# block 1

==> src/rtl/reg_pipeline.sv <==
// reg_pipeline: elastic DEPTH-stage, WIDTH-bit register pipeline with valid/ready handshakes
// at both ends. Empty stages always accept, so bubbles collapse towards the output.
// Occupancy is reported as a registered count.
//
// Optional feature: define REG_PIPELINE_FLUSH_EN to enable the synchronous flush. When it is
// undefined, the flush port is present but ignored.
//
// Ports:
//   clk        rising-edge clock
//   rst        synchronous, active-high reset; clears all stages
//   in_data    write data
//   in_valid   in_data is valid this cycle
//   in_ready   pipeline accepts in_data this cycle (combinational from out_ready)
//   out_data   data held by the last stage
//   out_valid  last stage holds a valid word
//   out_ready  consumer takes out_data this cycle
//   flush      discard all held words (only with REG_PIPELINE_FLUSH_EN)
//   count      number of occupied stages (registered)
`timescale 1ns/1ps
module reg_pipeline #(
  parameter int unsigned WIDTH = 8,
  parameter int unsigned DEPTH = 2
) (
  input  logic                       clk,
  input  logic                       rst,
  input  logic [WIDTH-1:0]           in_data,
  input  logic                       in_valid,
  output logic                       in_ready,
  output logic [WIDTH-1:0]           out_data,
  output logic                       out_valid,
  input  logic                       out_ready,
  input  logic                       flush,
  output logic [$clog2(DEPTH+1)-1:0] count
);

  localparam int unsigned CntW = $clog2(DEPTH + 1);
  typedef logic [CntW-1:0] cnt_t;

  logic [DEPTH-1:0][WIDTH-1:0] data_q, data_d;
  logic [DEPTH-1:0]            full_q, full_d;
  logic [DEPTH-1:0]            adv;
  cnt_t                        count_q, count_d;
  logic                        flush_act;

`ifdef REG_PIPELINE_FLUSH_EN
  assign flush_act = flush;
`else
  logic unused_flush;
  assign unused_flush = flush;
  assign flush_act    = 1'b0;
`endif

  // Move chain, evaluated from the output end backwards: a stage may move if it is empty or
  // its downstream neighbour is moving.
  always_comb begin
    adv          = '0;
    adv[DEPTH-1] = (out_ready & ~flush_act) | ~full_q[DEPTH-1];
    for (int i = int'(DEPTH) - 2; i >= 0; i--) begin
      adv[i] = adv[i+1] | ~full_q[i];
    end
  end

  always_comb begin
    full_d = full_q;
    data_d = data_q;
    if (flush_act) begin
      // Drop every held word. Data is left untouched so only the valid bits change.
      full_d = '0;
    end else begin
      if (adv[0]) begin
        full_d[0] = in_valid;
        if (in_valid) begin
          data_d[0] = in_data;
        end
      end
      for (int i = 1; i < int'(DEPTH); i++) begin
        if (adv[i]) begin
          full_d[i] = full_q[i-1];
          // A bubble moving in leaves the old data in place.
          if (full_q[i-1]) begin
            data_d[i] = data_q[i-1];
          end
        end
      end
    end
    count_d = '0;
    for (int i = 0; i < int'(DEPTH); i++) begin
      count_d = count_d + cnt_t'(full_d[i]);
    end
  end

  always_ff @(posedge clk) begin
    if (rst) begin
      data_q  <= '0;
      full_q  <= '0;
      count_q <= '0;
    end else begin
      data_q  <= data_d;
      full_q  <= full_d;
      count_q <= count_d;
    end
  end

  assign in_ready  = adv[0] & ~flush_act;
  assign out_data  = data_q[DEPTH-1];
  assign out_valid = full_q[DEPTH-1] & ~flush_act;
  assign count     = count_q;

endmodule

==> config.mk <==
export PLATFORM = sky130hd
export DESIGN_NAME = reg_pipeline
export DESIGN_NICKNAME = d
export VERILOG_FILES = /design/src/rtl/reg_pipeline.sv
export SDC_FILE = /design/constraint.sdc
export NUM_CORES = 1
export LEC_CHECK = 0
export ABC_AREA = 1
export CORE_MARGIN = 2
export CORE_UTILIZATION = 45
export DETAILED_ROUTE_END_ITERATION = 7
export PLACE_DENSITY = 0.78
export SETUP_SLACK_MARGIN = 0.02
export SLEW_MARGIN = 40
export SYNTH_ARGS = -nofsm -noshare
export SYNTH_HDL_FRONTEND = slang
export SYNTH_SLANG_ARGS = --single-unit
==> constraint.sdc <==
create_clock -name clk -period 1.5 [get_ports clk]
set_input_delay 0.15 -clock clk [delete_from_list [all_inputs] [get_ports clk]]
set_output_delay 0.15 -clock clk [all_outputs]
set_load 0.005 [all_outputs]
# block 2

`src/rtl/cfu_nqueens_host.sv`:
```
// ---------------------------------------------------------------------------
// cfu_nqueens_host
//
// Hardware initiator that drives the N-queens CFU over its cmd/rsp
// interface. For every first-row column in [col_first, col_last] it issues
// init(col), then kernel steps until the kernel reports 0, then get_ret.
// It accumulates the get_ret values into result.
//
// Handshake: a command transfers when cmd_valid & cmd_ready. A response
// transfers when rsp_valid & rsp_ready. cmd_valid rises on entry to an
// issuing state and holds, with a stable payload, until it transfers. It then
// stays low until that command's response transfers. Both transfers may land
// in the same cycle. rsp_ready stays high for the whole time a command is in
// progress, so a combinational responder (cmd_ready = rsp_ready) can accept.
//
// Ports:
//   clk, reset                 clock, synchronous active-high reset
//   start                      run request (honoured in IDLE/DONE only)
//   col_first, col_last        inclusive column range, sampled on start
//   busy, done                 run in progress / one-cycle completion pulse
//   err                        0 ok, 1 range error, 2 kernel timeout
//   result                     sum of get_ret values (mod 2^32)
//   kernel_count               kernel commands accepted (saturating)
//   cmd_*                      command channel to the CFU
//   rsp_*                      response channel from the CFU
// ---------------------------------------------------------------------------
module cfu_nqueens_host #(
    parameter logic [31:0] KERNEL_LIMIT = 32'hFFFF_FFFF,
    parameter logic [9:0]  FID_INIT     = 10'd0,
    parameter logic [9:0]  FID_KERNEL   = 10'd1,
    parameter logic [9:0]  FID_GET_RET  = 10'd2
) (
    input  logic        clk,
    input  logic        reset,
    input  logic        start,
    input  logic [4:0]  col_first,
    input  logic [4:0]  col_last,
    output logic        busy,
    output logic        done,
    output logic [1:0]  err,
    output logic [31:0] result,
    output logic [31:0] kernel_count,
    output logic        cmd_valid,
    input  logic        cmd_ready,
    output logic [9:0]  cmd_payload_function_id,
    output logic [31:0] cmd_payload_inputs_0,
    output logic [31:0] cmd_payload_inputs_1,
    output logic [31:0] cmd_payload_inputs_2,
    input  logic        rsp_valid,
    output logic        rsp_ready,
    input  logic [31:0] rsp_payload_outputs_0
);

    typedef enum logic [2:0] {
        S_IDLE = 3'd0,
        S_INIT = 3'd1,
        S_KERN = 3'd2,
        S_GET  = 3'd3,
        S_DONE = 3'd4
    } state_t;

    state_t      state, state_next;
    logic        issued;        // current command transferred, awaiting response
    logic [4:0]  col;
    logic [4:0]  col_last_q;
    logic [31:0] per_col_cnt;

    logic        active;
    logic        cmd_fire;
    logic        rsp_fire;
    logic        resp_take;
    logic        start_ok;
    logic        range_bad;
    logic [32:0] cnt_after;
    logic        limit_hit;
    logic        kern_more;

    assign active    = (state == S_INIT) || (state == S_KERN) || (state == S_GET);
    assign cmd_valid = active && !issued;
    assign rsp_ready = active;
    assign busy      = active;

    assign cmd_fire  = cmd_valid && cmd_ready;
    assign rsp_fire  = rsp_valid && rsp_ready;
    // A response belongs to the current command only once that command has
    // transferred, either earlier or in this same cycle.
    assign resp_take = rsp_fire && (issued || cmd_fire);

    assign start_ok  = start && ((state == S_IDLE) || (state == S_DONE));
    // col_last is 5 bits wide, so the "beyond column 31" case cannot occur.
    assign range_bad = col_last < col_first;

    // Per-column kernel count including a command transferring this cycle.
    // The extra bit keeps the comparison exact at KERNEL_LIMIT = 2^32-1.
    assign cnt_after = {1'b0, per_col_cnt} + {32'd0, (state == S_KERN) && cmd_fire};
    assign limit_hit = cnt_after >= {1'b0, KERNEL_LIMIT};
    assign kern_more = rsp_payload_outputs_0 != 32'd0;

    always_comb begin
        state_next = state;
        case (state)
            S_IDLE, S_DONE: begin
                if (start_ok) state_next = range_bad ? S_DONE : S_INIT;
            end
            S_INIT: begin
                if (resp_take) state_next = S_KERN;
            end
            S_KERN: begin
                if (resp_take) begin
                    if (!kern_more)     state_next = S_GET;
                    else if (limit_hit) state_next = S_DONE;
                    else                state_next = S_KERN;
                end
            end
            S_GET: begin
                if (resp_take) state_next = (col == col_last_q) ? S_DONE : S_INIT;
            end
            default: state_next = S_IDLE;
        endcase
    end

    // Payload depends only on state and col, so it is stable while cmd_valid waits.
    always_comb begin
        cmd_payload_function_id = 10'd0;
        cmd_payload_inputs_0    = 32'd0;
        case (state)
            S_INIT: begin
                cmd_payload_function_id = FID_INIT;
                cmd_payload_inputs_0    = {27'd0, col};
            end
            S_KERN:  cmd_payload_function_id = FID_KERNEL;
            S_GET:   cmd_payload_function_id = FID_GET_RET;
            default: ;
        endcase
    end

    assign cmd_payload_inputs_1 = 32'd0;
    assign cmd_payload_inputs_2 = 32'd0;

    always_ff @(posedge clk) begin
        if (reset) begin
            state        <= S_IDLE;
            issued       <= 1'b0;
            col          <= 5'd0;
            col_last_q   <= 5'd0;
            per_col_cnt  <= 32'd0;
            done         <= 1'b0;
            err          <= 2'd0;
            result       <= 32'd0;
            kernel_count <= 32'd0;
        end else begin
            state <= state_next;
            // Entry into DONE, including a range-error start issued from DONE.
            done  <= (state_next == S_DONE) && ((state != S_DONE) || start_ok);

            if (resp_take)     issued <= 1'b0;
            else if (cmd_fire) issued <= 1'b1;

            if (start_ok) begin
                col_last_q   <= col_last;
                col          <= col_first;
                per_col_cnt  <= 32'd0;
                result       <= 32'd0;
                kernel_count <= 32'd0;
                err          <= range_bad ? 2'd1 : 2'd0;
            end

            if ((state == S_KERN) && cmd_fire) begin
                per_col_cnt <= per_col_cnt + 32'd1;
                if (kernel_count != 32'hFFFF_FFFF) kernel_count <= kernel_count + 32'd1;
            end

            if ((state == S_KERN) && resp_take && kern_more && limit_hit)
                err <= 2'd2;

            if ((state == S_GET) && resp_take) begin
                result <= result + rsp_payload_outputs_0;
                if (col != col_last_q) begin
                    col         <= col + 5'd1;
                    per_col_cnt <= 32'd0;
                end
            end
        end
    end

endmodule

```
`config.mk`:
```
export PLATFORM = sky130hd
export DESIGN_NAME = cfu_nqueens_host
export DESIGN_NICKNAME = d
export VERILOG_FILES = /design/src/rtl/cfu_nqueens_host.sv
export SDC_FILE = /design/constraint.sdc
export NUM_CORES = 1
export LEC_CHECK = 0
export CAP_MARGIN = 10
export CORE_ASPECT_RATIO = 1.5
export CORE_MARGIN = 2
export CORE_UTILIZATION = 40
export CTS_BUF_LIST = sky130_fd_sc_hd__clkbuf_8
export DETAILED_ROUTE_END_ITERATION = 12
export PLACE_DENSITY = 0.78
export SLEW_MARGIN = 20
export SYNTH_ARGS = -nofsm -noshare
export SYNTH_HDL_FRONTEND = slang
export SYNTH_SLANG_ARGS = --single-unit
```
`constraint.sdc`:
```
create_clock -name clk -period 8.9 [get_ports clk]
set_clock_uncertainty 0.1 [all_clocks]
set_input_delay 2.67 -clock clk [delete_from_list [all_inputs] [get_ports clk]]
set_output_delay 2.67 -clock clk [all_outputs]
set_load 0.02 [all_outputs]
```
# block 3

===== src/rtl/regfile_pkg.sv =====
// Shared register-file dimensions and the write-arbiter state encoding.
package regfile_pkg;
   localparam int DATA_W   = 16;
   localparam int ADDR_W   = 4;
   localparam int NUM_REGS = 16;

   typedef enum logic [0:0] {
      ARB_IDLE   = 1'b0,
      ARB_LOCKED = 1'b1
   } arb_state_t;
endpackage


===== src/rtl/regfile_write_arbiter_if.sv =====
// Requester-side write bus: per-requester valid/last/addr/data, one-hot ready, and a global hold.
interface regfile_write_arbiter_if #(
   parameter int NUM_REQ = 4,
   parameter int ADDR_W  = regfile_pkg::ADDR_W,
   parameter int DATA_W  = regfile_pkg::DATA_W
);
   logic [NUM_REQ-1:0]        req_valid;
   logic [NUM_REQ-1:0]        req_last;
   logic [NUM_REQ*ADDR_W-1:0] req_addr;
   logic [NUM_REQ*DATA_W-1:0] req_data;
   logic [NUM_REQ-1:0]        req_ready;
   logic                      hold;

   modport master (
      output req_valid, req_last, req_addr, req_data, hold,
      input  req_ready
   );

   modport slave (
      input  req_valid, req_last, req_addr, req_data, hold,
      output req_ready
   );
endinterface


===== src/rtl/rr_arbiter.sv =====
// Combinational round-robin pick: first asserted request at or above ptr, wrapping to index 0.
module rr_arbiter #(
   parameter  int NUM_REQ = 4,
   localparam int ID_W    = $clog2(NUM_REQ)
) (
   input  logic [NUM_REQ-1:0] req,
   input  logic [ID_W-1:0]    ptr,
   output logic [NUM_REQ-1:0] grant,
   output logic [ID_W-1:0]    grant_idx,
   output logic               any_grant
);

   always_comb begin
      grant     = '0;
      grant_idx = '0;
      any_grant = 1'b0;
      // First pass covers ptr..top; the second only fires for indices below ptr (the wrap).
      for (int i = 0; i < NUM_REQ; i++) begin
         if (!any_grant && req[i] && (ID_W'(i) >= ptr)) begin
            any_grant = 1'b1;
            grant[i]  = 1'b1;
            grant_idx = ID_W'(i);
         end
      end
      for (int i = 0; i < NUM_REQ; i++) begin
         if (!any_grant && req[i]) begin
            any_grant = 1'b1;
            grant[i]  = 1'b1;
            grant_idx = ID_W'(i);
         end
      end
   end

endmodule


===== src/rtl/regfile_write_arbiter.sv =====
// Round-robin write arbiter with burst lock in front of the register-file write port,
// plus read-after-write hazard flags and forwarding data for the write on the port.
module regfile_write_arbiter #(
   parameter  int NUM_REQ = 4,
   parameter  int ADDR_W  = regfile_pkg::ADDR_W,
   parameter  int DATA_W  = regfile_pkg::DATA_W,
   localparam int ID_W    = $clog2(NUM_REQ)
) (
   input  logic                  clk,
   input  logic                  reset_n,
   regfile_write_arbiter_if.slave req_bus,
   output logic                  rf_write_enable,
   output logic [ADDR_W-1:0]     rf_write_address,
   output logic [DATA_W-1:0]     rf_data_in,
   input  logic [ADDR_W-1:0]     rd_addr_1,
   input  logic [ADDR_W-1:0]     rd_addr_2,
   output logic                  rd_hazard_1,
   output logic                  rd_hazard_2,
   output logic [DATA_W-1:0]     rd_fwd_data,
   output logic [ID_W-1:0]       grant_id
);
   import regfile_pkg::*;

   arb_state_t          state, state_nxt;
   logic [ID_W-1:0]     rr_ptr, rr_ptr_nxt;
   logic [ID_W-1:0]     lock_id, lock_id_nxt;
   logic [NUM_REQ-1:0]  arb_grant;
   logic [ID_W-1:0]     arb_idx;
   logic                arb_any;
   logic [NUM_REQ-1:0]  ready;
   logic                xfer;
   logic [ID_W-1:0]     win_id;
   logic                win_last;
   logic [ADDR_W-1:0]   win_addr;
   logic [DATA_W-1:0]   win_data;

   logic                vld_p1;
   logic [ADDR_W-1:0]   addr_p1;
   logic [DATA_W-1:0]   data_p1;
   logic [ID_W-1:0]     id_p1;

   function automatic logic [ID_W-1:0] next_id(input logic [ID_W-1:0] id);
      return (id == ID_W'(NUM_REQ - 1)) ? '0 : id + ID_W'(1);
   endfunction

   rr_arbiter #(.NUM_REQ(NUM_REQ)) u_rr (
      .req       (req_bus.req_valid),
      .ptr       (rr_ptr),
      .grant     (arb_grant),
      .grant_idx (arb_idx),
      .any_grant (arb_any)
   );

   // Stage p0: grant selection, combinational from the current request vector.
   always_comb begin
      ready = '0;
      xfer  = 1'b0;
      if (reset_n && !req_bus.hold) begin
         if (state == ARB_IDLE) begin
            ready = arb_grant;
            xfer  = arb_any;
         end else begin
            ready[lock_id] = req_bus.req_valid[lock_id];
            xfer           = req_bus.req_valid[lock_id];
         end
      end
   end

   assign req_bus.req_ready = ready;
   assign win_id            = (state == ARB_IDLE) ? arb_idx : lock_id;

   always_comb begin
      win_last = 1'b0;
      win_addr = '0;
      win_data = '0;
      for (int i = 0; i < NUM_REQ; i++) begin
         if (ready[i]) begin
            win_last = req_bus.req_last[i];
            win_addr = req_bus.req_addr[i*ADDR_W +: ADDR_W];
            win_data = req_bus.req_data[i*DATA_W +: DATA_W];
         end
      end
   end

   always_comb begin
      state_nxt   = state;
      rr_ptr_nxt  = rr_ptr;
      lock_id_nxt = lock_id;
      if (xfer) begin
         unique case (state)
            ARB_IDLE: begin
               if (win_last) begin
                  rr_ptr_nxt = next_id(arb_idx);
               end else begin
                  state_nxt   = ARB_LOCKED;
                  lock_id_nxt = arb_idx;
               end
            end
            ARB_LOCKED: begin
               if (win_last) begin
                  state_nxt  = ARB_IDLE;
                  rr_ptr_nxt = next_id(lock_id);
               end
            end
            default: state_nxt = ARB_IDLE;
         endcase
      end
   end

   always_ff @(posedge clk) begin
      if (!reset_n) begin
         state   <= ARB_IDLE;
         rr_ptr  <= '0;
         lock_id <= '0;
      end else begin
         state   <= state_nxt;
         rr_ptr  <= rr_ptr_nxt;
         lock_id <= lock_id_nxt;
      end
   end

   // Stage p1: accepted beat registered onto the register-file write port.
   always_ff @(posedge clk) begin
      if (!reset_n) begin
         vld_p1  <= 1'b0;
         addr_p1 <= '0;
         data_p1 <= '0;
         id_p1   <= '0;
      end else begin
         vld_p1 <= xfer;
         if (xfer) begin
            addr_p1 <= win_addr;
            data_p1 <= win_data;
            id_p1   <= win_id;
         end
      end
   end

   assign rf_write_enable  = vld_p1;
   assign rf_write_address = addr_p1;
   assign rf_data_in       = data_p1;
   assign grant_id         = id_p1;

   // The register file still returns the old value this cycle, so readers bypass from here.
   assign rd_hazard_1 = vld_p1 && (rd_addr_1 == addr_p1);
   assign rd_hazard_2 = vld_p1 && (rd_addr_2 == addr_p1);
   assign rd_fwd_data = data_p1;

endmodule


===== src/flat_wrapper.sv =====
// flat-port wrapper written by rule: the top's interface ports become plain ports
module regfile_write_arbiter_flat import regfile_pkg::*;
#(
   parameter  int NUM_REQ = 4,
   parameter  int ADDR_W  = regfile_pkg::ADDR_W,
   parameter  int DATA_W  = regfile_pkg::DATA_W,
   localparam int ID_W    = $clog2(NUM_REQ)
)
  (clk, reset_n, rf_write_enable, rf_write_address, rf_data_in, rd_addr_1, rd_addr_2, rd_hazard_1, rd_hazard_2, rd_fwd_data, grant_id, req_bus_req_valid, req_bus_req_last, req_bus_req_addr, req_bus_req_data, req_bus_hold, req_bus_req_ready);
  regfile_write_arbiter_if #(.NUM_REQ(NUM_REQ), .ADDR_W(ADDR_W), .DATA_W(DATA_W)) req_bus_i ();
  input  logic clk;
  input  logic reset_n;
  output logic rf_write_enable;
  output logic [ADDR_W-1:0] rf_write_address;
  output logic [DATA_W-1:0] rf_data_in;
  input  logic [ADDR_W-1:0] rd_addr_1;
  input  logic [ADDR_W-1:0] rd_addr_2;
  output logic rd_hazard_1;
  output logic rd_hazard_2;
  output logic [DATA_W-1:0] rd_fwd_data;
  output logic [ID_W-1:0] grant_id;
  input wire logic [$bits(req_bus_i.req_valid)-1:0] req_bus_req_valid;
  input wire logic [$bits(req_bus_i.req_last)-1:0] req_bus_req_last;
  input wire logic [$bits(req_bus_i.req_addr)-1:0] req_bus_req_addr;
  input wire logic [$bits(req_bus_i.req_data)-1:0] req_bus_req_data;
  input wire logic [$bits(req_bus_i.hold)-1:0] req_bus_hold;
  output wire logic [$bits(req_bus_i.req_ready)-1:0] req_bus_req_ready;
  assign req_bus_i.req_valid = req_bus_req_valid;
  assign req_bus_i.req_last = req_bus_req_last;
  assign req_bus_i.req_addr = req_bus_req_addr;
  assign req_bus_i.req_data = req_bus_req_data;
  assign req_bus_i.hold = req_bus_hold;
  assign req_bus_req_ready = req_bus_i.req_ready;
  regfile_write_arbiter #(.NUM_REQ(NUM_REQ), .ADDR_W(ADDR_W), .DATA_W(DATA_W)) u_core (.clk(clk), .reset_n(reset_n), .req_bus(req_bus_i), .rf_write_enable(rf_write_enable), .rf_write_address(rf_write_address), .rf_data_in(rf_data_in), .rd_addr_1(rd_addr_1), .rd_addr_2(rd_addr_2), .rd_hazard_1(rd_hazard_1), .rd_hazard_2(rd_hazard_2), .rd_fwd_data(rd_fwd_data), .grant_id(grant_id));
endmodule

===== config.mk =====
export PLATFORM = sky130hd
export DESIGN_NAME = regfile_write_arbiter_flat
export DESIGN_NICKNAME = d
export VERILOG_FILES = /design/src/rtl/regfile_pkg.sv /design/src/rtl/regfile_write_arbiter_if.sv /design/src/rtl/rr_arbiter.sv /design/src/rtl/regfile_write_arbiter.sv /design/src/flat_wrapper.sv
export SDC_FILE = /design/constraint.sdc
export NUM_CORES = 1
export LEC_CHECK = 0
export CAP_MARGIN = 20
export CORE_ASPECT_RATIO = 1.2
export CORE_MARGIN = 2
export CORE_UTILIZATION = 25
export CTS_CLUSTER_SIZE = 10
export DETAILED_ROUTE_END_ITERATION = 8
export HOLD_SLACK_MARGIN = 0.03
export PLACE_DENSITY_LB_ADDON = 0.15
export REMOVE_ABC_BUFFERS = 1
export SYNTH_ARGS = -nofsm -noshare
export SYNTH_HDL_FRONTEND = slang
export SYNTH_SLANG_ARGS = --single-unit

===== constraint.sdc =====
create_clock -name clk -period 6.3 [get_ports clk]
set_clock_uncertainty 0.15 [all_clocks]
set_input_delay 1.575 -clock clk [delete_from_list [all_inputs] [get_ports clk]]
set_output_delay 1.575 -clock clk [all_outputs]
set_load 0.05 [all_outputs]

# block 4

--- src/rtl/fnd_pkg.sv ---
// ----------------------------------------------------------------------------
// fnd_pkg
//   Shared types and constants for the 4-digit FND scan path.
//   - fnd_state_t : scan FSM states (IDLE, ON, DEAD)
//   - FND_DIGITS  : number of multiplexed digits
//   - DIGIT_SEL_W : width of the digit index
//   - BCD_W       : width of one BCD digit
//   - lzb_mask()  : per-digit leading-zero blank flags for a packed value
// ----------------------------------------------------------------------------
package fnd_pkg;

   localparam int unsigned FND_DIGITS  = 4;
   localparam int unsigned DIGIT_SEL_W = 2;
   localparam int unsigned BCD_W       = 4;

   typedef enum logic [1:0] {
      IDLE = 2'd0,
      ON   = 2'd1,
      DEAD = 2'd2
   } fnd_state_t;

   // Bit k set means digit k is a leading zero: it and every higher digit
   // are 0. Digit 0 is never flagged so an all-zero value still shows "0".
   function automatic logic [FND_DIGITS-1:0] lzb_mask(
      input logic [FND_DIGITS*BCD_W-1:0] value
   );
      logic [FND_DIGITS-1:0] mask;
      logic                  higher_zero;
      mask        = '0;
      higher_zero = 1'b1;
      for (int unsigned i = FND_DIGITS - 1; i >= 1; i--) begin
         higher_zero = higher_zero & (value[i*BCD_W +: BCD_W] == '0);
         mask[i]     = higher_zero;
      end
      return mask;
   endfunction

endpackage

--- src/rtl/fnd_phase_timer.sv ---
// ----------------------------------------------------------------------------
// fnd_phase_timer
//   Loadable down-counter used to time both the lit (ON) and dark (DEAD)
//   phases of a scan slot. Loading N-1 gives a phase of exactly N cycles:
//   the counter walks N-1 .. 0 and flags terminal count while it sits at 0.
//   The counter stops at 0, so it can never underflow into a wrap glitch.
// Ports
//   i_Clk      in   system clock
//   i_Rst_n    in   asynchronous active-low reset (count -> 0)
//   i_Clear    in   synchronous clear to 0 (priority over load)
//   i_Load     in   load i_LoadVal
//   i_LoadVal  in   CNT_W  value to load (phase length - 1)
//   o_Tc       out  terminal count: counter is at 0
// ----------------------------------------------------------------------------
module fnd_phase_timer #(
   parameter int unsigned CNT_W = 17
) (
   input  logic             i_Clk,
   input  logic             i_Rst_n,
   input  logic             i_Clear,
   input  logic             i_Load,
   input  logic [CNT_W-1:0] i_LoadVal,
   output logic             o_Tc
);

   logic [CNT_W-1:0] r_Count;

   always_ff @(posedge i_Clk or negedge i_Rst_n) begin
      if (!i_Rst_n) begin
         r_Count <= '0;
      end else if (i_Clear) begin
         r_Count <= '0;
      end else if (i_Load) begin
         r_Count <= i_LoadVal;
      end else if (r_Count != '0) begin
         r_Count <= r_Count - 1'b1;
      end
   end

   assign o_Tc = (r_Count == '0);

endmodule

--- src/rtl/fnd_scan_controller.sv ---
// ----------------------------------------------------------------------------
// fnd_scan_controller
//   Time-multiplexed scan driver for a 4-digit FND. Steps the active digit
//   0->1->2->3->0, lighting each for DIGIT_TICKS cycles followed by
//   DEAD_TICKS dark cycles (anti-ghosting). New values are staged in a
//   shadow register and only committed at the frame wrap (or while idle) so
//   a frame never shows a mix of old and new digits. Optional leading-zero
//   blanking darkens leading zero digits above digit 0.
// Parameters
//   DIGIT_TICKS  cycles each digit is lit per slot (>= 1)
//   DEAD_TICKS   dark cycles after each slot (0 = no dead-time)
//   CNT_W        phase counter width, holds max(DIGIT_TICKS,DEAD_TICKS)-1
// Ports
//   i_Clk          in   system clock
//   i_Rst_n        in   asynchronous active-low reset
//   i_Enable       in   1 = scanning, 0 = dark / IDLE
//   i_Load         in   1-cycle strobe capturing i_Value
//   i_Value        in   16  BCD digits, [3:0] = digit 0 (LSD)
//   i_LZB          in   leading-zero blanking enable
//   o_DigitSelect  out  2   active digit index
//   o_Blank        out  1 = all digits off
//   o_BCD          out  4   BCD code of the active digit
//   o_FrameDone    out  1-cycle pulse on the first lit cycle after a wrap
// ----------------------------------------------------------------------------
module fnd_scan_controller
   import fnd_pkg::*;
#(
   parameter int unsigned DIGIT_TICKS = 100000,
   parameter int unsigned DEAD_TICKS  = 1000,
   parameter int unsigned CNT_W       = 17
) (
   input  logic                         i_Clk,
   input  logic                         i_Rst_n,
   input  logic                         i_Enable,
   input  logic                         i_Load,
   input  logic [FND_DIGITS*BCD_W-1:0]  i_Value,
   input  logic                         i_LZB,
   output logic [DIGIT_SEL_W-1:0]       o_DigitSelect,
   output logic                         o_Blank,
   output logic [BCD_W-1:0]             o_BCD,
   output logic                         o_FrameDone
);

   localparam int unsigned VAL_W = FND_DIGITS * BCD_W;

   localparam logic [CNT_W-1:0] ON_LOAD   = CNT_W'(DIGIT_TICKS - 1);
   localparam logic [CNT_W-1:0] DEAD_LOAD = (DEAD_TICKS == 0) ? '0
                                                              : CNT_W'(DEAD_TICKS - 1);
   localparam logic [DIGIT_SEL_W-1:0] LAST_DIGIT = DIGIT_SEL_W'(FND_DIGITS - 1);
   localparam logic [DIGIT_SEL_W-1:0] DIGIT_STEP = DIGIT_SEL_W'(1);

   // ------------------------------------------------------------------------
   // State and data registers
   // ------------------------------------------------------------------------
   fnd_state_t              r_State;
   logic [DIGIT_SEL_W-1:0]  r_Digit;
   logic [VAL_W-1:0]        r_Shadow;
   logic [VAL_W-1:0]        r_Active;
   logic                    r_Pending;
   logic                    r_Blank;
   logic [BCD_W-1:0]        r_Bcd;
   logic                    r_FrameDone;

   // ------------------------------------------------------------------------
   // Next-state / control wires
   // ------------------------------------------------------------------------
   fnd_state_t              w_NextState;
   logic [DIGIT_SEL_W-1:0]  w_NextDigit;
   logic                    w_TmrClear;
   logic                    w_TmrLoad;
   logic [CNT_W-1:0]        w_TmrLoadVal;
   logic                    w_Tc;
   logic                    w_Wrap;
   logic                    w_Commit;
   logic [VAL_W-1:0]        w_NextActive;
   logic [FND_DIGITS-1:0]   w_LzMask;
   logic                    w_NextBlank;
   logic [BCD_W-1:0]        w_NextBcd;

   fnd_phase_timer #(
      .CNT_W (CNT_W)
   ) u_phase_timer (
      .i_Clk     (i_Clk),
      .i_Rst_n   (i_Rst_n),
      .i_Clear   (w_TmrClear),
      .i_Load    (w_TmrLoad),
      .i_LoadVal (w_TmrLoadVal),
      .o_Tc      (w_Tc)
   );

   // ------------------------------------------------------------------------
   // Scan FSM. Every transition into a phase reloads the timer with that
   // phase's length - 1, so each phase lasts exactly its tick count.
   // ------------------------------------------------------------------------
   always_comb begin
      w_NextState  = r_State;
      w_NextDigit  = r_Digit;
      w_TmrClear   = 1'b0;
      w_TmrLoad    = 1'b0;
      w_TmrLoadVal = ON_LOAD;
      w_Wrap       = 1'b0;

      if (!i_Enable) begin
         w_NextState = IDLE;
         w_NextDigit = '0;
         w_TmrClear  = 1'b1;
      end else begin
         unique case (r_State)
            IDLE: begin
               // Start-up from idle is not a frame wrap: no FrameDone.
               w_NextState = ON;
               w_NextDigit = '0;
               w_TmrLoad   = 1'b1;
            end
            ON: begin
               if (w_Tc) begin
                  w_TmrLoad = 1'b1;
                  if (DEAD_TICKS == 0) begin
                     w_NextDigit = r_Digit + DIGIT_STEP;
                     w_Wrap      = (r_Digit == LAST_DIGIT);
                  end else begin
                     w_NextState  = DEAD;
                     w_TmrLoadVal = DEAD_LOAD;
                  end
               end
            end
            DEAD: begin
               if (w_Tc) begin
                  w_NextState = ON;
                  w_NextDigit = r_Digit + DIGIT_STEP;
                  w_TmrLoad   = 1'b1;
                  w_Wrap      = (r_Digit == LAST_DIGIT);
               end
            end
            default: begin
               w_NextState = IDLE;
               w_NextDigit = '0;
               w_TmrClear  = 1'b1;
            end
         endcase
      end
   end

   // ------------------------------------------------------------------------
   // Tear-free commit: the active value only changes at a frame wrap or
   // while idle. A load on the commit cycle itself bypasses the shadow so
   // the newest value wins.
   // ------------------------------------------------------------------------
   assign w_Commit = (r_State == IDLE) | w_Wrap;

   always_comb begin
      w_NextActive = r_Active;
      if (w_Commit) begin
         if (i_Load) begin
            w_NextActive = i_Value;
         end else if (r_Pending) begin
            w_NextActive = r_Shadow;
         end
      end
   end

   // Outputs are computed from next-cycle state and data so that select,
   // blank, code and frame pulse all change on the same edge.
   assign w_LzMask    = lzb_mask(w_NextActive);
   assign w_NextBlank = (w_NextState != ON) | (i_LZB & w_LzMask[w_NextDigit]);

   always_comb begin
      w_NextBcd = '0;
      if (w_NextState != IDLE) begin
         w_NextBcd = w_NextActive[w_NextDigit*BCD_W +: BCD_W];
      end
   end

   // ------------------------------------------------------------------------
   // Registers
   // ------------------------------------------------------------------------
   always_ff @(posedge i_Clk or negedge i_Rst_n) begin
      if (!i_Rst_n) begin
         r_State     <= IDLE;
         r_Digit     <= '0;
         r_Shadow    <= '0;
         r_Active    <= '0;
         r_Pending   <= 1'b0;
         r_Blank     <= 1'b1;
         r_Bcd       <= '0;
         r_FrameDone <= 1'b0;
      end else begin
         r_State     <= w_NextState;
         r_Digit     <= w_NextDigit;
         r_Active    <= w_NextActive;
         r_Blank     <= w_NextBlank;
         r_Bcd       <= w_NextBcd;
         r_FrameDone <= w_Wrap;

         if (i_Load) begin
            r_Shadow <= i_Value;
         end

         if (w_Commit) begin
            r_Pending <= 1'b0;
         end else if (i_Load) begin
            r_Pending <= 1'b1;
         end
      end
   end

   assign o_DigitSelect = r_Digit;
   assign o_Blank       = r_Blank;
   assign o_BCD         = r_Bcd;
   assign o_FrameDone   = r_FrameDone;

endmodule

--- config.mk ---
export PLATFORM = sky130hd
export DESIGN_NAME = fnd_scan_controller
export DESIGN_NICKNAME = d
export VERILOG_FILES = /design/src/rtl/fnd_pkg.sv /design/src/rtl/fnd_phase_timer.sv /design/src/rtl/fnd_scan_controller.sv
export SDC_FILE = /design/constraint.sdc
export NUM_CORES = 1
export LEC_CHECK = 0
export ABC_AREA = 1
export CORE_AREA = 5 5 104 126
export DETAILED_ROUTE_END_ITERATION = 8
export DIE_AREA = 0 0 109 131
export GPL_ROUTABILITY_DRIVEN = 0
export PLACE_DENSITY = 0.57
export SYNTH_ARGS = -nofsm -noshare
export SYNTH_HDL_FRONTEND = slang
export SYNTH_HIERARCHICAL = 1
export SYNTH_SLANG_ARGS = --single-unit
--- constraint.sdc ---
create_clock -name i_Clk -period 2.3 [get_ports i_Clk]
set_clock_uncertainty 0.15 [all_clocks]
set_input_delay 0.46 -clock i_Clk [delete_from_list [all_inputs] [get_ports i_Clk]]
set_output_delay 0.46 -clock i_Clk [all_outputs]
set_load 0.005 [all_outputs]

==> layout pictures side by side <==
Logic cells by family.
picture 1
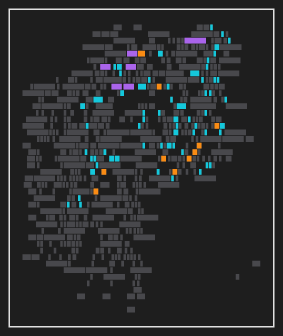
picture 2
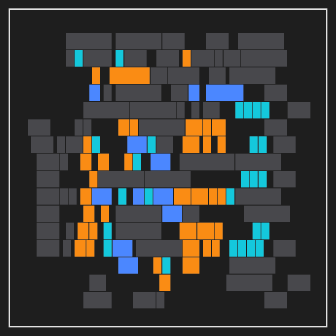
picture 3
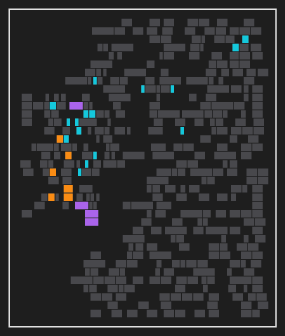
picture 4
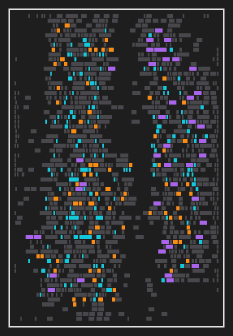
The one with the fewest cells is picture 2.
The one with the most cells is picture 4.
picture 2 -> block 1
picture 1 -> block 4
picture 4 -> block 2
picture 3 -> block 3

Key to picture 3:
Key: fa/ha/maj cells = purple [cells 4, most used ha_1]; and/or cells = orange [cells 6, where left middle]; nor cells = cyan [cells 16, most used nor2_1]

Fig. 1: block 2, nets reached from selected ports
Scale bar: 20 um.
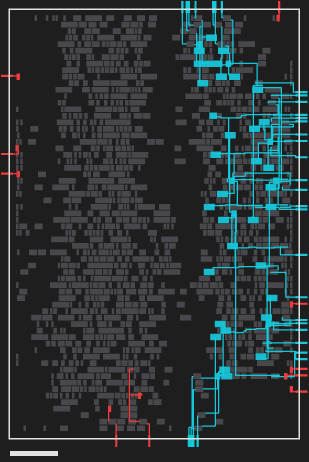
Key: `rsp_payload_outputs_0` = cyan [bits 32, direction input, edge 21 right, 7 top, 4 bottom, end cells 41, buffers 32, wire 1,500 um]; `cmd_payload_function_id` = red [bits 10, direction output, edge 4 right, 3 left, 2 bottom, 1 top, end cells 10, buffers 2, wire 78.9 um]

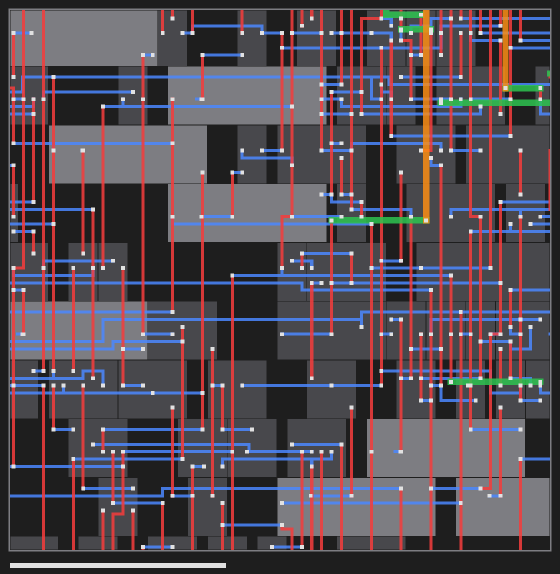
Fig. 2. Close-up of the layout (block 2).
Scale bar: 10 um. Region (18, 32) to (43, 57) um. Cells in grey, sequential cells in the stronger grey; small squares are vias.
Key: M3 = green; M2 = red; M4 = orange; M1 = blue
Most frequent: dfxtp_1 (8). 52 logic cells have their middle in the window. Netlist names of flops here include `per_col_cnt` (5), `col_last_q` (2). Sequential cells in the window: 8.

==> run summary, block 2 <==
Crit start category: input port
Initial antenna violation count: 0
CTS Buffer Depth: 2
Post-route insts no fill: 1,437
Slew margin rel.: 33.2%
Die height: 179 um
Buffers, non-clock: 130
Antenna-violating nets left: 0
CP max FO: 6
Final tally of hold violations: 0
Post-Syn Area per Cell: 7.69 um2
# H-tree levels: 4
Tap Cells: 264
Vias/cell: 5.54
Clock Pin Slew Worst Setup and Hold Paths: 0.09 ns
Clkbuf count: 17
Most frequent cells in the layout: 122 x clkdlybuf4s50_1, 113 x dfxtp_1, 103 x nand2_1
Max VDD drop: 86.0 uV
Status: finished clean
==> block 2: worst max-delay path, stage by stage <==
cell             delay [ns]
clkdlybuf4s50_1        0.46
nand2b_1               0.21
or2_1                  0.30
inv_2                  0.13
ha_1                   0.21
ha_1                   0.29
nand4_1                0.09
or4_1                  0.50
nor4_1                 0.27
o2111ai_1              0.18
nor4_2                 0.24
o21ai_1                0.16
a211oi_1               0.24
==> block 2: per-layer routing <==
metal	track usage (%)	routed length, um
met5	0	0
met3	3.02	1130
met1	21.1	8680
met4	10.1	785
met2	39.6	12100
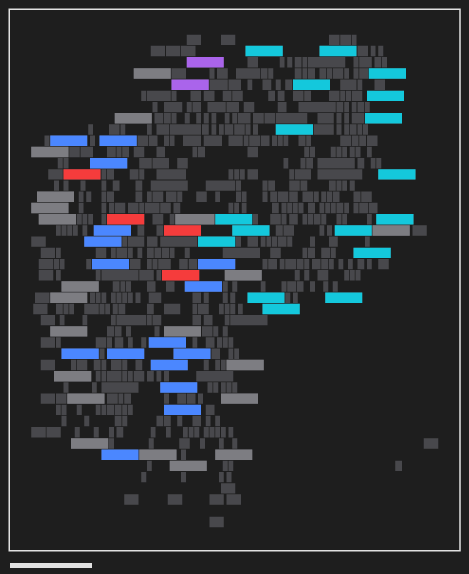
Fig. 3. Register map, names as in the netlist (block 4).
Scale bar: 20 um.
Key: `o_BCD` = red [flops 4]; `u_phase_timer/r_Count` = cyan [flops 17]; `r_Active` = blue [flops 16]; `r_State` = purple [flops 2]
Another 21 sequential cells are not coloured.

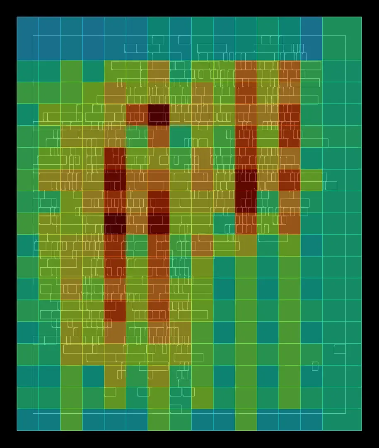
Fig. 4. Track usage over the die (block 4).
GR Util met2: 24.2%
Final Core Density: 40.0%
met3 global-route usage: 3.10%

==> run summary, block 4 <==
CP endpoint: o_BCD[1]
And+or+nand+nor area frac: 38.6%
Drt pass-1 iters: 4
Unique cell types: 38
R2R setup slack: 0.12 ns
Fp util: 29.0%
First-pass GRT wire length: 14,900 um
Slew @ Worst Pin: 0.512 ns
Flip-flops: 60
Buffers, non-clock: 84
CTS Buf Count: 9
Worst Hold Class: reg2reg
WP depth: 14
Internal power: 2.73 mW
Detailed-route wire length per cell: 11.9 um
Signal inverters: 51
Die Area: 14,300 um2
Critical Path Source: u_phase_timer/r_Count[1]
Seq area share: 31.8%
Cycle use final: 94.7%
Placed cells: 713
Post-route design area: 4730 um2
1st-iter DRT viols: 134
Register share of total power: 33.0%
Hold Startpoint: r_Shadow[14]
Sink Count: 60
Top cell area share: 43.0%
DPL Wire Length: 6570 um
DRC: 0
Multi-input comb cells: 366
Tap Cells: 161
Worst-case reg-to-reg path depth: 14
Most frequent cells in the layout: 177 x nand2_1, 59 x dfrtp_1, 52 x buf_4
CP max FO: 7
Cell count in the Yosys report: 481
WL met3: 267 um
Pwr top: combinational logic
Uppermost layer routed: met4
Postcts setup bufs: 0
CP Buf/Inv Count: 4
Worst reg2reg path endpoint: o_BCD[1]
Top class by area: logic gates
Clkbuf count: 13
Flop area: 1500 um2
All-Layer GR Usage: 13.3%
Cells after Synth: 481
Area post-placement: 4250 um2
Clock Pin Slew Worst Setup and Hold Paths: 0.05 ns
Final tally of hold violations: 0
Status: finished clean
Vias/cell: 4.36
Initial antenna violation count: 0
CTS resizes: 0
# IOs: 29
Arr. time, crit path: 2.22 ns
GRT overflow: 0
Clk pwr share: 31.5%
Top delay family on crit path: simple AND/OR/NAND/NOR gates
CTS Buffer Depth: 2
Comb. pwr: 1.46 mW
Worst path cell trace: inv_2 > ha_4 > nand2_4 > nor2_4 > nand4_4 > clkinv_4 > inv_2 > nand2_2 > nand2_2 > o21ai_4 > buf_4 > nand3_1 > nand3_1 > a21oi_2
Slew margin rel.: 65.7%
Vias in the first global route: 3,291
GRT met1 Usage: 14.9%
Main logic family: simple AND/OR/NAND/NOR gates
Syn-to-layout area delta: 37.8%
Largest regs: u_phase_timer/r_Count (17), r_Active (16), r_Shadow (16)
Setup TNS: 0 ns
Max VDD drop: 422 uV
Hold_ws: 0.314 ns
-- block 4: Yosys cell counts (2+ instances only) --
cell      count
o21ai_0      16
inv_1        48
nor2_1       55
clkbuf_1      4
dfrtp_1      59
conb_1        2
ha_1          6
nor2_2        2
nor2_4        2
inv_2         2
o211ai_1      2
buf_2         4
nor3_1        2
o21ai_4       2
and2_1        3
nand3b_1      2
or2_2         6
a21oi_1      15
nand2_1     183
nand3_1      37
nand2_2      10
buf_6         3
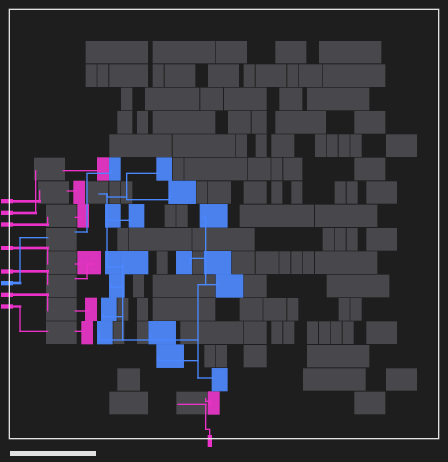
Fig. 5. Nets reached from selected ports (block 1).
Scale bar: 10 um.
Key: `in_data` = magenta [bits 8, direction input, edge 7 left, 1 bottom, end cells 8, buffers 8, wire 61.8 um]; `in_valid` = blue [bits 1, direction input, edge left, end cells 17, buffers 2, wire 108 um]

==> run summary, block 1 <==
Post-route design area: 1200 um2
Worst Hold Class: in2reg
Post-Syn Area: 943 um2
Worst r2r src: full_q[0]
Gr busiest metal: met2
Postcts setup bufs: 0
GRT met1 Usage: 16.1%
Critical path type: reg2out
Vias/cell: 4.30
Final tally of hold violations: 0
CP endpoint: out_valid
All-Layer GR Usage: 14.4%
Detailed-route wire length per cell: 9.05 um
Uppermost layer routed: met4
Final Core Density: 61.1%
Clock Pin Slew Worst Setup and Hold Paths: 0.10 ns
Leakage: 0.541 nW
Vias in the first global route: 648
# hold bufs at CTS: 0
Die Area: 2480 um2
DRC: 0
Sw frac: 23.2%
Post-synth top area cell: dfxtp_1
RSZ-0062 raised after global routing: false
Initial antenna violation count: 0
Final #Nets: 156
# H-tree levels: 1
Met3 global-route usage: 2.73%
Hold_ws: 0.469 ns
Status: finished clean
Total power: 1.08 mW
Worst-case reg-to-reg path depth: 6
Slew margin rel.: 70.9%
GRT overflow: 0
Port bufs: 23
Placed cells: 163
Post-Syn Area per Cell: 7.80 um2
WP depth: 1
Synth Seq Share: 42.4%
Largest net degree at the start of global routing: 17
Fillers: 186
Largest cells by area: dfxtp_1 42%, nor2_1 10%, buf_4 8.0%, nand2_1 7.2%, a21oi_2 6.5%
WL final: 1520 um
Critical Path RT: 1.35 ns
Drt pass-1 iters: 4
Commonest flop: dfxtp_1
Worst path cell trace: clkdlybuf4s50_1
Most frequent cells in the layout: 26 x nor2_1, 22 x clkdlybuf4s50_1, 19 x dfxtp_1
Top cell area share: 42.4%
Post-route insts no fill: 168
Async set-reset flop share out of synthesis: 0%
Setup TNS: 0 ns
Sink Count: 20
Worst setup EP type: primary output
Top post-synthesis cells by count: 26 x nor2_1, 20 x dfxtp_1, 18 x nand2_1, 14 x inv_1, 10 x buf_4
Pwr top: sequential cells
Clk pwr share: 27.2%
Syn-to-layout area delta: 27.1%
block 1: cell families after synthesis:
family,count (synthesis),share of synthesized area (%)
adders and majority gates,1,1.33
DFF,20,42.4
AOI/OAI and AO/OA,11,9.81
buffers and inverters,27,15.8
and+or+nand+nor,62,30.6
block 1: final cells by class:
cell class                      instances  area share [%]
Timing Repair Buffer                   29            23.2
Multi-Input combinational cell         74            32.9
Clock buffer                            4            3.03
Tap cell                               27            2.82
Inverter                               14            4.38
Sequential cell                        20            33.7
block 1: state kept, by name, indices dropped and copies added, names as in the netlist:
name / count
data_q: 8
full_q: 2
out_data: 8
count: 2
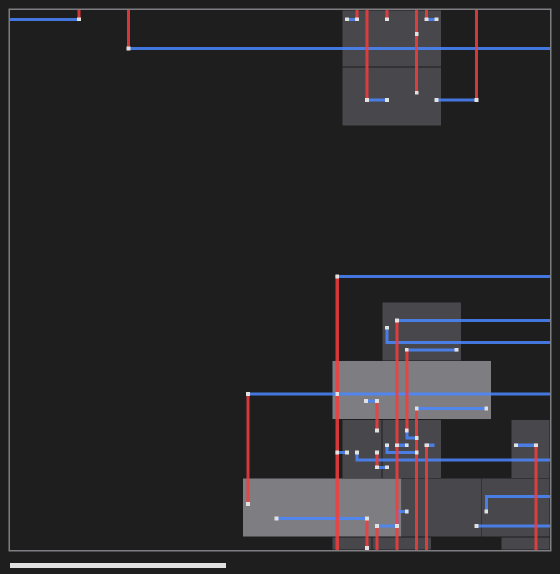
Fig. 6. Close-up of the layout (block 3).
Scale bar: 10 um. Region (9, 13) to (34, 38) um. Cells in grey, sequential cells in the stronger grey; small squares are vias.
Key: M2 = red; M1 = blue
Most frequent: clkdlybuf4s50_1 (3), ha_1 (2), dfxtp_1 (2). Netlist names of flops here include `u_core.rd_fwd_data` (2). 9 logic cells have their middle in the window. Sequential cells in the window: 2.

==> run summary, block 3 <==
Status: finished clean
Antenna-violating nets left: 0
R2R setup slack: 3.30 ns
Count of tool warnings: 28
Synth Seq Share: 27.2%
Crit path top cell by count: clkdlybuf4s50_1
Met3 global-route usage: 4.13%
Die extent in x: 86.8 um
CP max stage delay: 0.82 ns
Internal power: 0.411 mW
M1 wire length: 3610 um
Flip-flops: 28
GRT overflow: 0
CTS tree: built
Signal inverters: 11
Post-Syn Area: 2060 um2
Commonest flop: dfxtp_1
Critical Path Source: reset_n
Fp util: 25.5%
Most frequent cells in the layout: 140 x clkdlybuf4s50_1, 42 x o21ai_0, 28 x dfxtp_1
P_sw: 0.296 mW
Critical path type: in2out
Area post-placement: 3420 um2
NonClk Buf Share: 42.1%
Largest net degree at the start of global routing: 37
Critical Path RT: 4.58 ns
block 3: critical path, delay by kind of cell:
| kind | cells | cell delay (ns) |
|---|---|---|
| buf+inv | 2 | 1.52 |
| simple gates | 2 | 0.63 |
| compound gates | 1 | 0.16 |
block 3: synthesized netlist by cell type, types with 6 or more instances:
master     n  share of area (%)
o21ai_0   42                 10
dfxtp_1   28                 27
a22oi_1   21                7.7
buf_4     18                6.6
a221o_1   17                8.3
nand2_1   12                2.2
buf_2     10                2.4
inv_1     10                1.8
a21oi_1    9                2.2
clkbuf_1   9                1.6
nor2_1     9                1.6
xor2_1     6                2.6


==> layout pictures side by side <==
Track usage over the die.
Plate I
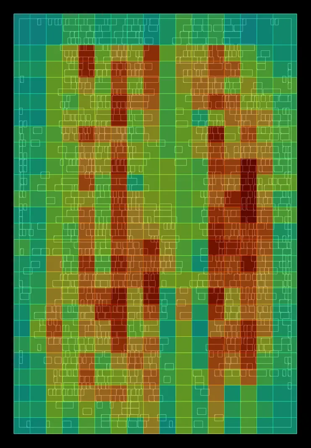
Plate II
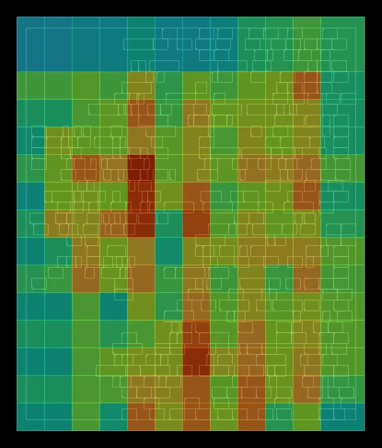
Plate III
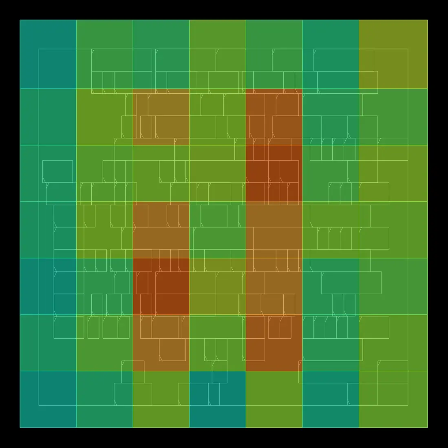
- block 2 = Plate I
- block 1 = Plate III
- block 3 = Plate II
- least wire per cell: Plate III


## Gallery

Register map, names as in the netlist.
panel A
Scale bar: 20 um.
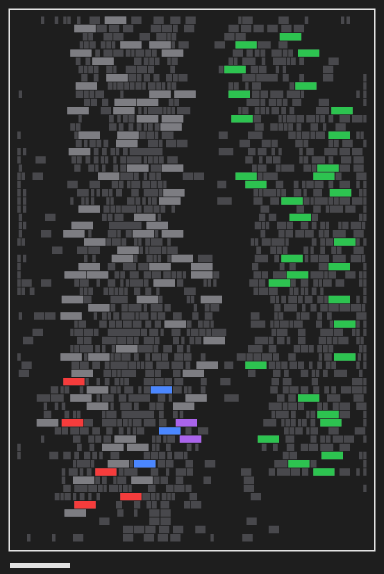
panel B
Scale bar: 10 um.
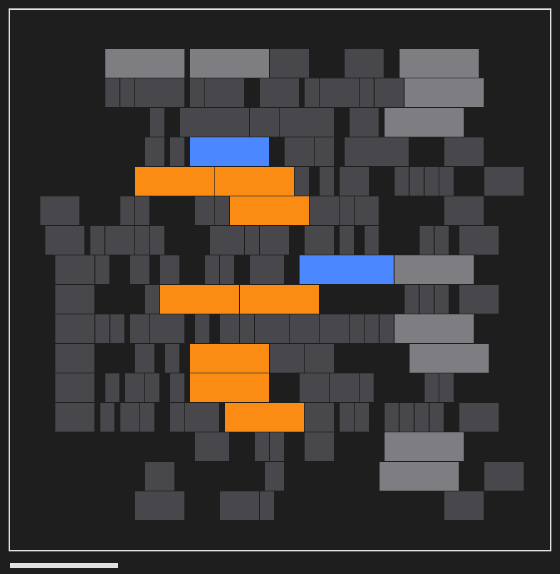
panel C
Scale bar: 20 um.
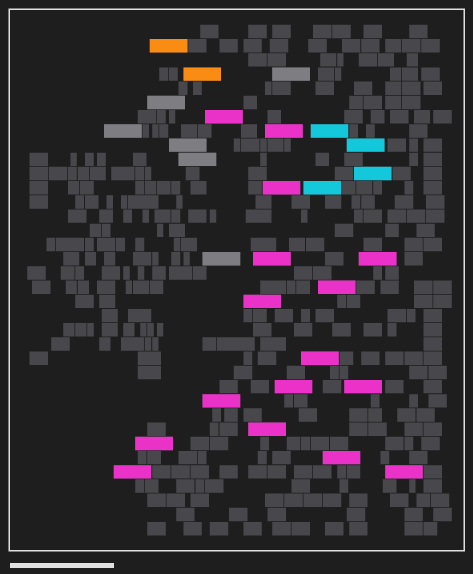
Of these, most cells: panel A
block 2 -> panel A
block 3 -> panel C
block 1 -> panel B

Key to panel C:
Key: `u_core.rd_fwd_data` = magenta [flops 16]; `u_core.rf_write_address` = cyan [flops 4, where top right]; `u_core.grant_id` = orange [flops 2]
Another 6 sequential cells are not coloured.

Power and IR drop assume default switching activity.
